######## design 1 ########
[src/rtl/bcd_tick_counter.sv]
`timescale 1ns/1ps
`default_nettype none
// ============================================================================
// Module      : bcd_tick_counter
// Description : Four-digit BCD up/down counter. It advances on rising edges of a
//               divided clock that is sampled as data. Define TICK_SYNC_EN to
//               resynchronise I_TICK through two flops; otherwise one flop is used.
// Revision    : 1.0 - initial release
// ============================================================================
module bcd_tick_counter #(
    parameter int DIGITS = 4
) (
    input  logic                  I_CLK,
    input  logic                  Rst_n,
    input  logic                  I_TICK,
    input  logic                  En,
    input  logic                  Up,
    input  logic                  Clr,
    input  logic                  Load,
    input  logic [4*DIGITS-1:0]   Load_val,
    output logic [4*DIGITS-1:0]   Count,
    output logic                  Carry,
    output logic                  Tick
);

    localparam int c_WIDTH = 4 * DIGITS;

    logic               r_s;
    logic               r_s_vld;
    logic               r_prev;
    logic               r_prev_vld;
    logic               w_strobe;
    logic [c_WIDTH-1:0] r_count;
    logic               r_carry;
    logic               r_tick;

    // The *_vld flags mark flops that hold a real sample rather than a reset
    // zero, so a tick already high at reset release is not taken as an edge.
`ifdef TICK_SYNC_EN
    logic r_sync1;
    logic r_sync1_vld;

    always_ff @(posedge I_CLK or negedge Rst_n) begin
        if (!Rst_n) begin
            r_sync1     <= 1'b0;
            r_sync1_vld <= 1'b0;
            r_s         <= 1'b0;
            r_s_vld     <= 1'b0;
        end else begin
            r_sync1     <= I_TICK;
            r_sync1_vld <= 1'b1;
            r_s         <= r_sync1;
            r_s_vld     <= r_sync1_vld;
        end
    end
`else
    always_ff @(posedge I_CLK or negedge Rst_n) begin
        if (!Rst_n) begin
            r_s     <= 1'b0;
            r_s_vld <= 1'b0;
        end else begin
            r_s     <= I_TICK;
            r_s_vld <= 1'b1;
        end
    end
`endif

    always_ff @(posedge I_CLK or negedge Rst_n) begin
        if (!Rst_n) begin
            r_prev     <= 1'b0;
            r_prev_vld <= 1'b0;
        end else begin
            r_prev     <= r_s;
            r_prev_vld <= r_s_vld;
        end
    end

    assign w_strobe = r_s & ~r_prev & r_prev_vld;

    logic [DIGITS:0]    w_cy;
    logic [DIGITS:0]    w_bw;
    logic [c_WIDTH-1:0] w_inc;
    logic [c_WIDTH-1:0] w_dec;
    logic [c_WIDTH-1:0] w_load;

    assign w_cy[0] = 1'b1;
    assign w_bw[0] = 1'b1;

    generate
        for (genvar gi = 0; gi < DIGITS; gi++) begin : g_digit
            logic [3:0] w_d;
            logic [3:0] w_ld;

            assign w_d  = r_count[4*gi +: 4];
            assign w_ld = Load_val[4*gi +: 4];

            assign w_inc[4*gi +: 4] = !w_cy[gi]      ? w_d  :
                                      (w_d == 4'd9)  ? 4'd0 : w_d + 4'd1;
            assign w_cy[gi+1]       = w_cy[gi] & (w_d == 4'd9);

            assign w_dec[4*gi +: 4] = !w_bw[gi]      ? w_d  :
                                      (w_d == 4'd0)  ? 4'd9 : w_d - 4'd1;
            assign w_bw[gi+1]       = w_bw[gi] & (w_d == 4'd0);

            assign w_load[4*gi +: 4] = (w_ld > 4'd9) ? 4'd9 : w_ld;
        end
    endgenerate

    // A strobe that coincides with Clr or Load is dropped, never deferred.
    always_ff @(posedge I_CLK or negedge Rst_n) begin
        if (!Rst_n) begin
            r_count <= '0;
            r_carry <= 1'b0;
            r_tick  <= 1'b0;
        end else begin
            r_tick  <= w_strobe;
            r_carry <= 1'b0;
            if (Clr) begin
                r_count <= '0;
            end else if (Load) begin
                r_count <= w_load;
            end else if (w_strobe && En) begin
                if (Up) begin
                    r_count <= w_inc;
                    r_carry <= w_cy[DIGITS];
                end else begin
                    r_count <= w_dec;
                    r_carry <= w_bw[DIGITS];
                end
            end
        end
    end

    assign Count = r_count;
    assign Carry = r_carry;
    assign Tick  = r_tick;

endmodule
`default_nettype wire

[config.mk]
export PLATFORM = sky130hd
export DESIGN_NAME = bcd_tick_counter
export DESIGN_NICKNAME = d
export VERILOG_FILES = /design/src/rtl/bcd_tick_counter.sv
export SDC_FILE = /design/constraint.sdc
export NUM_CORES = 1
export LEC_CHECK = 0
export CAP_MARGIN = 40
export CORE_AREA = 5 5 70 72
export DETAILED_ROUTE_END_ITERATION = 16
export DIE_AREA = 0 0 75 77
export PLACE_DENSITY = 0.84
export SLEW_MARGIN = 20
export SYNTH_ARGS = -nofsm -noshare
export SYNTH_HDL_FRONTEND = slang
export SYNTH_SLANG_ARGS = --single-unit
[constraint.sdc]
create_clock -name I_CLK -period 2.17 [get_ports I_CLK]
set_input_delay 0.217 -clock I_CLK [delete_from_list [all_inputs] [get_ports I_CLK]]
set_output_delay 0.217 -clock I_CLK [all_outputs]
set_load 0.01 [all_outputs]
design_1/clock_wires.png
(8 px per um)
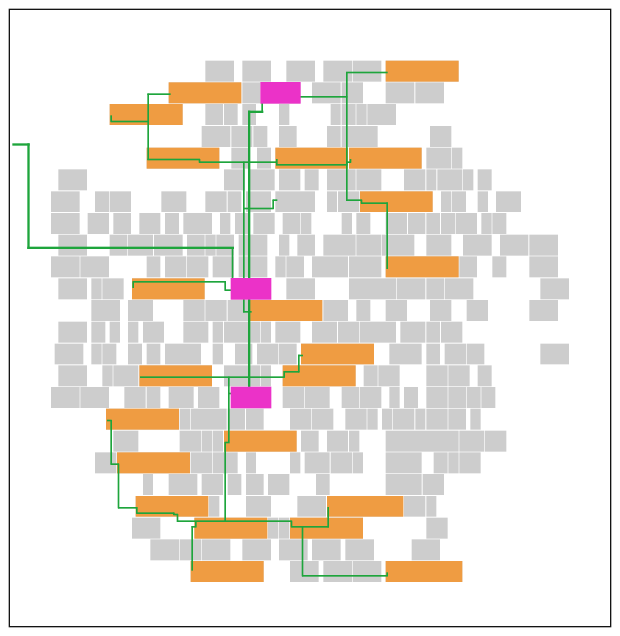
flip-flops -> orange  # count 22
clock wires -> green  # length 330 um
clock-net drivers -> magenta  # count 3
routed clock nets = 4
Clock Skews: 0.00406 ns
clock network fraction of total power: 0.269
Clk power: 309 uW

==> run_results.csv <==
group,metric,value,unit
run_status,status,"finished, final reports clean",
route,wl_met2,2.36,mm
place,placedCellCount,316,
route,vias,1825,
clock_network,clk_latency,0.27,ns
die,n_tap_cell,52,
worst_setup_path,worstPathArrival,2.35,ns
cells_and_area,nMultiInputCombCells,171,
clock_network,cts.reportedPaths.clkPinSlew,0.08,ns
place,dpl_cell_area,2390,sq um
cells_and_area,dominant_cells,"logic gates",
global_route,grt-ovfl-total,0,
place,dp_slack,-0.0106,ns
global_route,grt_max_degree,23,
synthesis,synthSimpleGateAreaFrac,0.278,
route,drt_iter0_drc,104,
synthesis,syn_avg_cell_area,8.25,sq um
worst_setup_path,path_class,"reg -> reg",
timing,rsz0062_at_grt,"yes",
cells_and_area,signal_buffers,67,
global_route,grt_use_total,0.169,
global_route,grtUsageMet2,0.284,
cells_and_area,clock_area_frac,0.0221,
cells_and_area,nClkBuffers,4,
route,drc,0,
cells_and_area,logic_area,1180,sq um
global_route,grt_pass1_wl,7.94,mm
place,io_buffers,40,
synthesis,top_cells_by_area,"dfrtp_1 (30%), ha_1 (4.1%), nor2_1 (3.9%), o21ai_0 (3.6%), a221oi_1 (3.3%)",
route,wire_per_inst,14.5,um
worst_setup_path,crit_top_cell,"or3b_4",
cells_and_area,seq_cells,22,
power_and_ir_drop,p_int,794,uW
die,die_w,75,um
global_route,grt_use_met3,0.0157,
global_route,antenna_found_initial,0,
worst_setup_path,setup.worst_path.start_class,"flip-flop",
design_1/class_map.png
(6 px per um) Fill, decap, tap and diode cells in grey.
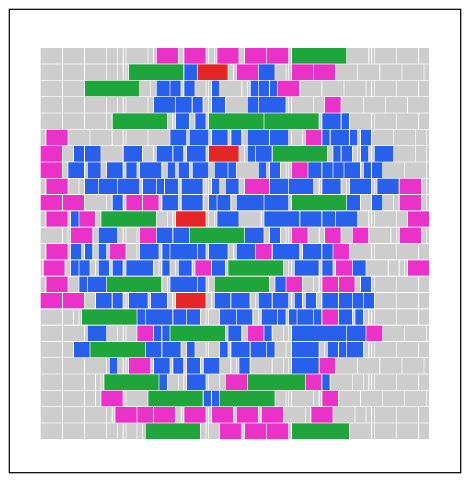
remaining buffers and delay cells -> magenta  # cells 67
clock drivers and dummy loads -> red  # cells 4
remaining logic cells -> blue  # cells 180
sequential cells -> green  # cells 22
Final Util: 0.589
flop share of the area: 0.222
placement row count: 24
Design Area, Final: 2490 sq um

[flip-flops by register name, indices dropped and copies added, names as in the netlist]
name	cells
r_s_vld	1
Count	16
r_prev	1
r_s	1
Tick	1
Carry	1
r_prev_vld	1
[cell usage after synthesis (all sizes together), types with 2 or more instances]
master / count
dfrtp: 22
nor2: 19
nand2: 14
o21ai: 13
buf: 10
clkbuf: 10
a211oi: 9
a21oi: 9
inv: 9
nand3: 8
nor2b: 8
a221oi: 7
nand3b: 7
nor3: 7
ha: 6
xnor2: 6
nor4: 5
a31oi: 4
nand2b: 4
nor3b: 4
a221o: 3
mux2i: 3
o211ai: 3
o21a: 3
or3b: 3
and3b: 2
o21bai: 2
o31ai: 2
[path summary, 6_finish.rpt]
path / depth (start not counted) / slack [ns] / to
max in group asynchronous: 2 / 1.64 / Count[1]
setup reg to reg: 7 / 0.03 / Count[10]
hold / removal: 2 / 0.29 / r_prev_vld
hold reg to reg: 0 / 0.36 / r_prev_vld
min in group I_CLK: 0 / 0.36 / r_prev_vld
setup / recovery: 7 / 0.03 / Count[10]
[timing repair]
item,4_1_cts,5_1_grt
buffers inserted,0,5
gates resized,0,4
endpoints found under the hold margin,0,0
setup endpoints to repair,0,5

######## design 2 ########
$ cat config.mk
export PLATFORM = sky130hd
export DESIGN_NAME = run_dispatcher
export DESIGN_NICKNAME = d
export VERILOG_FILES = /design/src/rtl/merge_pkg.sv /design/src/rtl/run_dispatcher.sv
export SDC_FILE = /design/constraint.sdc
export NUM_CORES = 1
export LEC_CHECK = 0
export CAP_MARGIN = 20
export CORE_AREA = 2 2 331 333
export CTS_BUF_LIST = sky130_fd_sc_hd__clkbuf_4 sky130_fd_sc_hd__clkbuf_8
export DETAILED_ROUTE_END_ITERATION = 7
export DIE_AREA = 0 0 333 335
export HOLD_SLACK_MARGIN = 0.03
export PLACE_DENSITY = 0.47
export SKIP_LAST_GASP = 1
export SLEW_MARGIN = 20
export SYNTH_ARGS = -nofsm -noshare
export SYNTH_HDL_FRONTEND = slang
export SYNTH_SLANG_ARGS = --single-unit
$ cat constraint.sdc
create_clock -name i_clk -period 2.9 [get_ports i_clk]
set_input_delay 0.87 -clock i_clk [delete_from_list [all_inputs] [get_ports i_clk]]
set_output_delay 0.87 -clock i_clk [all_outputs]
set_load 0.01 [all_outputs]
$ cat src/rtl/merge_pkg.sv
// Shared types for the two-input merge stage: {last, data} FIFO word and dispatcher FSM states.
// The merge logic unpacks words with the same helpers used to describe the dispatcher output.
package merge_pkg;

  localparam int unsigned DFLT_DATA_WIDTH   = 32;
  localparam int unsigned DFLT_BUNDLE_WIDTH = 8;
  localparam int unsigned DFLT_BUNDLE_BITS  = DFLT_DATA_WIDTH * DFLT_BUNDLE_WIDTH;

  typedef struct packed {
    logic                        last;
    logic [DFLT_BUNDLE_BITS-1:0] data;
  } data_lt;

  typedef enum logic [1:0] {
    RD_IDLE,
    RD_DISPATCH,
    RD_DONE
  } rd_state_e;

  function automatic data_lt pack_data(input logic last, input logic [DFLT_BUNDLE_BITS-1:0] data);
    data_lt w;
    w.last = last;
    w.data = data;
    return w;
  endfunction

  function automatic logic word_last(input data_lt w);
    return w.last;
  endfunction

  function automatic logic [DFLT_BUNDLE_BITS-1:0] word_data(input data_lt w);
    return w.data;
  endfunction

endpackage

$ cat src/rtl/run_dispatcher.sv
// Cuts a bundle stream into runs of run_len bundles, alternating FIFO 0/1, tagging each run end with last.
// One-cycle registered write; ready tracks only the selected FIFO's full, so full stalls the input in place.
module run_dispatcher
  import merge_pkg::*;
#(
  parameter int unsigned DATA_WIDTH   = 32,
  parameter int unsigned KEY_WIDTH    = 32,
  parameter int unsigned BUNDLE_WIDTH = 8,
  parameter int unsigned CNT_WIDTH    = 32
) (
  input  logic                               i_clk,
  input  logic                               i_rst_n,
  input  logic                               i_start,
  input  logic [CNT_WIDTH-1:0]               i_run_len,
  input  logic [CNT_WIDTH-1:0]               i_num_runs,
  input  logic [DATA_WIDTH*BUNDLE_WIDTH-1:0] i_bundle,
  input  logic                               i_bundle_vld,
  output logic                               o_bundle_rdy,
  input  logic                               i_fifo_full_0,
  input  logic                               i_fifo_full_1,
  output logic [DATA_WIDTH*BUNDLE_WIDTH:0]   o_fifo_data_0,
  output logic [DATA_WIDTH*BUNDLE_WIDTH:0]   o_fifo_data_1,
  output logic                               o_fifo_write_0,
  output logic                               o_fifo_write_1,
  output logic                               o_busy,
  output logic                               o_done
);

  // Keys ride inside the record untouched; only their placement must be sane.
  if (KEY_WIDTH > DATA_WIDTH) begin : g_key_width_check
    $error("run_dispatcher: KEY_WIDTH exceeds DATA_WIDTH");
  end

  rd_state_e            state;
  logic [CNT_WIDTH-1:0] run_len_q;
  logic [CNT_WIDTH-1:0] num_runs_q;
  logic [CNT_WIDTH-1:0] bundle_cnt;
  logic [CNT_WIDTH-1:0] run_cnt;
  logic                 sel;
  logic                 xfer;
  logic                 is_last;
  logic                 last_run;

  assign o_bundle_rdy = (state == RD_DISPATCH) & ~(sel ? i_fifo_full_1 : i_fifo_full_0);
  assign xfer         = o_bundle_rdy & i_bundle_vld;
  assign is_last      = (bundle_cnt == run_len_q - CNT_WIDTH'(1));
  assign last_run     = (run_cnt == num_runs_q - CNT_WIDTH'(1));

  always_ff @(posedge i_clk or negedge i_rst_n) begin
    if (!i_rst_n) begin
      state          <= RD_IDLE;
      run_len_q      <= '0;
      num_runs_q     <= '0;
      bundle_cnt     <= '0;
      run_cnt        <= '0;
      sel            <= 1'b0;
      o_fifo_data_0  <= '0;
      o_fifo_data_1  <= '0;
      o_fifo_write_0 <= 1'b0;
      o_fifo_write_1 <= 1'b0;
      o_busy         <= 1'b0;
      o_done         <= 1'b0;
    end else begin
      o_fifo_write_0 <= 1'b0;
      o_fifo_write_1 <= 1'b0;
      o_done         <= 1'b0;
      case (state)
        RD_IDLE: begin
          if (i_start) begin
            run_len_q  <= i_run_len;
            num_runs_q <= i_num_runs;
            bundle_cnt <= '0;
            run_cnt    <= '0;
            sel        <= 1'b0;
            o_busy     <= 1'b1;
            state      <= (i_run_len == '0 || i_num_runs == '0) ? RD_DONE : RD_DISPATCH;
          end
        end
        RD_DISPATCH: begin
          if (xfer) begin
            if (sel) begin
              o_fifo_data_1  <= {is_last, i_bundle};
              o_fifo_write_1 <= 1'b1;
            end else begin
              o_fifo_data_0  <= {is_last, i_bundle};
              o_fifo_write_0 <= 1'b1;
            end
            // sel only moves on a bundle that actually left, so a stalled last stays on its FIFO
            if (is_last) begin
              bundle_cnt <= '0;
              run_cnt    <= run_cnt + CNT_WIDTH'(1);
              sel        <= ~sel;
              if (last_run) state <= RD_DONE;
            end else begin
              bundle_cnt <= bundle_cnt + CNT_WIDTH'(1);
            end
          end
        end
        RD_DONE: begin
          o_done <= 1'b1;
          o_busy <= 1'b0;
          state  <= RD_IDLE;
        end
        default: state <= RD_IDLE;
      endcase
    end
  end

endmodule
design_2/floorplan.png
(1 px per um) Pins as bars on the die edge.
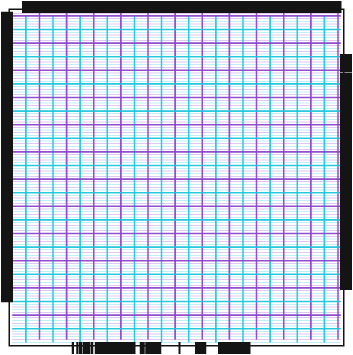
VSS -> cyan
VDD -> purple
met5 straps = 24
signal pins = 845
met4 straps = 24
rows = 121
VDD IR max: 0.511 mV
Die Y: 335 um
Core Area: 108,000 sq um
die x size: 333 um

==> run_results.csv <==
group,metric,value,unit
clock_network,cts.reportedPaths.clkPinSlew,0.06,ns
die,ios,845,
timing,setup_slack,-0.203,ns
worst_setup_path,cp_num_cells,11,
worst_setup_path,worstReg2RegEnd,"run_cnt[31]",
power_and_ir_drop,p_per_area,1050,nW/um^2
synthesis,flop_cell,"dfrtp_1",
synthesis,aoi_share,0.0320,
route,first_pass_iters,5,
global_route,grt_use_met3,0.0645,
global_route,antenna_found_initial,18,
worst_setup_path,slowest_stage,"or4_4",
cells_and_area,reg_top3,"o_fifo_data_0: 257 flops, o_fifo_data_1: 257 flops",
die,fp-row-count,121,
route,drt-total-wl,117,mm
worst_setup_path,cp.required,3.58,ns
cells_and_area,mostFrequentLayoutCells,"nand2_1 (1,791), clkdlybuf4s50_1 (840), dfrtp_1 (648), buf_4 (187), clkbuf_8 (151)",
hold_path,holdPathStages,2,
synthesis,yosysWarnings,0,
timing,worstMarginPinSlew,0.674,ns
worst_setup_path,path_buffers,3,
timing,setup_viol,61,
global_route,use_met1,0.244,
synthesis,numSynthFlops,649,
run_status,status,"complete, but fails checks",
synthesis,synthSimpleGateAreaFrac,0.311,
power_and_ir_drop,p_leak,0.0208,uW
route,wire_per_inst,20.3,um
clock_network,ctsResizeCount,34,
cells_and_area,postLayoutCellArea,43200,sq um
cells_and_area,seqCellArea,16200,sq um
synthesis,top_logic_kind,"simple AND/OR/NAND/NOR gates",
worst_setup_path,reg2regPathDepth,11,
clock_network,cts_hold_buf,1,
global_route,grt_max_degree,70,
synthesis,syn_area,27900,sq um
run_status,violations,"setup timing",
timing,final_max_slew_viol_count,0,
timing,fmax,322,MHz
synthesis,ys_seq_share,0.582,
global_route,grt_pass1_wl,173,mm
place,dpl_cell_area,40100,sq um
## synth_stat cells, types with 10 or more instances
library cell | number | area share
nand3_1 | 32 | 0.0057
a21oi_1 | 14 | 0.0025
nor2_1 | 67 | 0.0090
nor4_1 | 42 | 0.0094
nand4_1 | 29 | 0.0065
xor2_1 | 52 | 0.016
inv_1 | 17 | 0.0023
clkbuf_1 | 151 | 0.020
mux2i_1 | 35 | 0.013
a211oi_1 | 24 | 0.0065
xnor2_1 | 51 | 0.016
and3_1 | 15 | 0.0034
nand2b_1 | 36 | 0.0081
o21ai_0 | 17 | 0.0031
nor3_1 | 21 | 0.0038
dfrtp_1 | 649 | 0.58
and4_1 | 10 | 0.0031
nand2_1 | 1795 | 0.24
## final cells by class
type / instances / share of cell area
repair buffers: 1091 / 0.255
diodes: 10 / 0.000579
flip-flops and latches: 649 / 0.376
inverters: 19 / 0.00200
multi-input cells: 2378 / 0.263
clock buffers: 193 / 0.0554
well taps: 1414 / 0.0409
clock inverters: 27 / 0.00732

######## design 3 ########
design_3/congestion_map.png
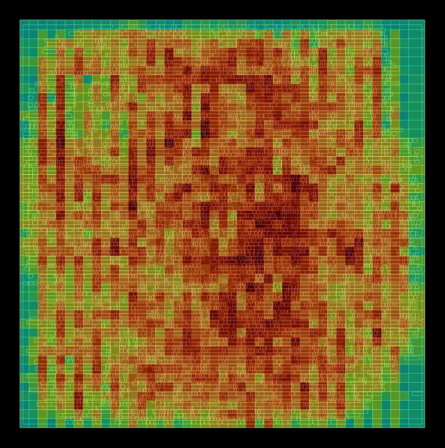
design_3/ff_map.png
(1.5 px per um)
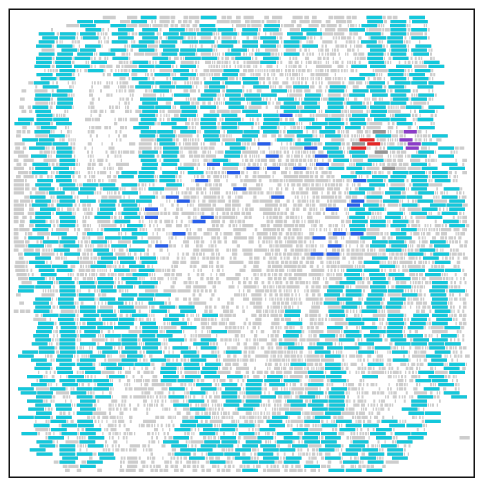
===== src/rtl/softmax_max_sub.sv =====
// Softmax input stage: buffers one row of tiles while tracking the row maximum,
// then replays each lane as a saturated (x - row_max), so the values fed to exp are <= 0.
module softmax_max_sub #(
  parameter int unsigned WIDTH     = 32,
  parameter int unsigned FRAC      = 16,
  parameter int unsigned TILE_SIZE = 4,
  parameter int unsigned ROW_TILES = 8
) (
  input  logic                       CLK,
  input  logic                       RST_N,
  input  logic                       in_valid,
  output logic                       in_ready,
  input  logic [TILE_SIZE*WIDTH-1:0] in_data,
  input  logic                       in_last,
  output logic                       out_valid,
  input  logic                       out_ready,
  output logic [TILE_SIZE*WIDTH-1:0] out_data,
  output logic                       out_last,
  output logic [WIDTH-1:0]           row_max
);

  localparam int unsigned TW = TILE_SIZE * WIDTH;
  localparam int unsigned PW = $clog2(ROW_TILES);
  localparam int unsigned LW = $clog2(ROW_TILES + 1);
  localparam logic [WIDTH-1:0] MinVal = {1'b1, {(WIDTH - 1){1'b0}}};

  // The subtraction is format-agnostic; FRAC only has to describe a legal format.
  if (FRAC > WIDTH) begin : g_frac_check
    $error("FRAC must not exceed WIDTH");
  end

  typedef enum logic [0:0] {StFill, StDrain} state_e;

  state_e            state_q, state_d;
  logic [PW-1:0]     wr_ptr_q, wr_ptr_d;
  logic [PW-1:0]     rd_ptr_q, rd_ptr_d;
  logic [LW-1:0]     row_len_q, row_len_d;
  logic [WIDTH-1:0]  max_q, max_d;
  logic              len_err, len_err_d;
  logic [TW-1:0]     buf_q [ROW_TILES];

  logic              in_fire, out_fire, row_end;
  logic [WIDTH-1:0]  tile_max;
  logic [TW-1:0]     tile_rd;
  logic [WIDTH:0]    diff;

  assign in_ready  = (state_q == StFill);
  assign out_valid = (state_q == StDrain);
  assign in_fire   = in_valid && in_ready;
  assign out_fire  = out_valid && out_ready;
  // A full buffer closes the row even without in_last.
  assign row_end   = in_fire && (in_last || (wr_ptr_q == PW'(ROW_TILES - 1)));
  assign tile_rd   = buf_q[rd_ptr_q];
  assign out_last  = out_valid && (LW'(rd_ptr_q) == row_len_q - LW'(1));
  assign row_max   = max_q;

  always_comb begin
    tile_max = max_q;
    for (int k = 0; k < TILE_SIZE; k++) begin
      if ($signed(in_data[k*WIDTH +: WIDTH]) > $signed(tile_max)) begin
        tile_max = in_data[k*WIDTH +: WIDTH];
      end
    end
  end

  // Difference in WIDTH+1 bits, then clamp on overflow.
  always_comb begin
    out_data = '0;
    diff     = '0;
    for (int k = 0; k < TILE_SIZE; k++) begin
      diff = {tile_rd[k*WIDTH + WIDTH - 1], tile_rd[k*WIDTH +: WIDTH]}
           - {max_q[WIDTH-1], max_q};
      if (diff[WIDTH] && !diff[WIDTH-1]) begin
        out_data[k*WIDTH +: WIDTH] = MinVal;
      end else if (!diff[WIDTH] && diff[WIDTH-1]) begin
        out_data[k*WIDTH +: WIDTH] = ~MinVal;
      end else begin
        out_data[k*WIDTH +: WIDTH] = diff[WIDTH-1:0];
      end
    end
  end

  always_comb begin
    state_d   = state_q;
    wr_ptr_d  = wr_ptr_q;
    rd_ptr_d  = rd_ptr_q;
    row_len_d = row_len_q;
    max_d     = max_q;
    len_err_d = len_err;
    unique case (state_q)
      StFill: begin
        if (in_fire) begin
          max_d = tile_max;
          if (row_end) begin
            row_len_d = LW'(wr_ptr_q) + LW'(1);
            rd_ptr_d  = '0;
            state_d   = StDrain;
            if (!in_last) len_err_d = 1'b1;
          end else begin
            wr_ptr_d = wr_ptr_q + PW'(1);
          end
        end
      end
      StDrain: begin
        if (out_fire) begin
          rd_ptr_d = rd_ptr_q + PW'(1);
          if (out_last) begin
            state_d  = StFill;
            wr_ptr_d = '0;
            max_d    = MinVal;
          end
        end
      end
    endcase
  end

  always_ff @(posedge CLK or negedge RST_N) begin
    if (!RST_N) begin
      state_q   <= StFill;
      wr_ptr_q  <= '0;
      rd_ptr_q  <= '0;
      row_len_q <= '0;
      max_q     <= MinVal;
      len_err   <= 1'b0;
    end else begin
      state_q   <= state_d;
      wr_ptr_q  <= wr_ptr_d;
      rd_ptr_q  <= rd_ptr_d;
      row_len_q <= row_len_d;
      max_q     <= max_d;
      len_err   <= len_err_d;
    end
  end

  always_ff @(posedge CLK) begin
    if (in_fire) buf_q[wr_ptr_q] <= in_data;
  end

endmodule


===== config.mk =====
export PLATFORM = sky130hd
export DESIGN_NAME = softmax_max_sub
export DESIGN_NICKNAME = d
export VERILOG_FILES = /design/src/rtl/softmax_max_sub.sv
export SDC_FILE = /design/constraint.sdc
export NUM_CORES = 2
export LEC_CHECK = 0
export ABC_AREA = 1
export CORE_AREA = 2 2 307 309
export DETAILED_ROUTE_END_ITERATION = 8
export DIE_AREA = 0 0 309 311
export GPL_ROUTABILITY_DRIVEN = 1
export PLACE_DENSITY = 0.78
export SYNTH_ARGS = -nofsm -noshare
export SYNTH_HDL_FRONTEND = slang
export SYNTH_SLANG_ARGS = --single-unit

===== constraint.sdc =====
create_clock -name CLK -period 9 [get_ports CLK]
set_input_delay 2.25 -clock CLK [delete_from_list [all_inputs] [get_ports CLK]]
set_output_delay 2.25 -clock CLK [all_outputs]
set_load 0.05 [all_outputs]

==> run_results.csv <==
group,metric,value,unit
run_status,status,"complete, but fails checks",
run_status,violations,"setup timing",
worst_setup_path,cp.required,9.63,ns
global_route,grt_pass1_vias,40639,
clock_network,cts_hold_buf,0,
timing,setup_viol,32,
hold_path,min_path_type,"reg -> reg",
cells_and_area,diodes,12,
timing,setup_slack,-0.473,ns
cells_and_area,postLayoutCellArea,65700,sq um
synthesis,netlist.area_leader.share,0.587,
route,vias,43387,
synthesis,syn-num-nets,5399,
synthesis,syn_area,52400,sq um
synthesis,async_reset_ff_frac,0.0403,
cells_and_area,lay_top_count,"edfxtp_1",
worst_setup_path,path_delay_family,"buffers and inverters",
route,viasPerCell,6.23,
route,top_layer_used,"met5",
place,post-dp-hpwl,121,mm
clock_network,cts_max_level,3,
About design_3/congestion_map.png:
Final Util: 0.708
GR Util met3: 0.0894
Routed WL per cell: 26.5 um
Most Crowded Layer GR: met2
GR Layer Usage met2: 0.561

About design_3/ff_map.png:
row_max -> blue  # placed flops 32
buf_q -> cyan  # placed flops 1,024, where spread over the die
row_len_q -> purple  # placed flops 4, where top right
rd_ptr_q -> red  # placed flops 3
register area: 31,800 sq um
flop share of the area: 0.485

==> per-stage QoR <==
step	setup slack (ns)	instances
floorplan	0.000630	5004
global placement	-1.57	6674
detailed placement	-1.86	6674
CTS	-0.120	6923
global route	-0.774	6956
finish	-0.473	6965
==> path summary, 6_finish.rpt <==
path,endpoint,from,cells after the start
worst max-delay path,row_max[23],in_data[27],55
worst min-delay path,row_max[20],row_max[20],2
worst max register to register,row_max[23],row_max[23],57
worst min register to register,row_max[20],row_max[20],2
max in group asynchronous,rd_ptr_q[1],RST_N,2
min in group asynchronous,row_max[0],RST_N,2
==> logic make-up after synthesis <==
| group | Yosys count | synth area share |
|---|---|---|
| simple gates | 1743 | 0.134 |
| compound gates | 1317 | 0.138 |
| flops | 1067 | 0.608 |
| buf+inv | 487 | 0.0356 |
| xor+xnor | 128 | 0.0214 |
| fa+ha+maj | 262 | 0.0632 |
==> state kept, by name, indices dropped and copies added, names as in the netlist <==
signal	flops
row_len_q	4
buf_q	1024
wr_ptr_q	3
out_valid	1
row_max	32
rd_ptr_q	3

Power figures rest on the tool's default switching activity, not on a simulated workload.
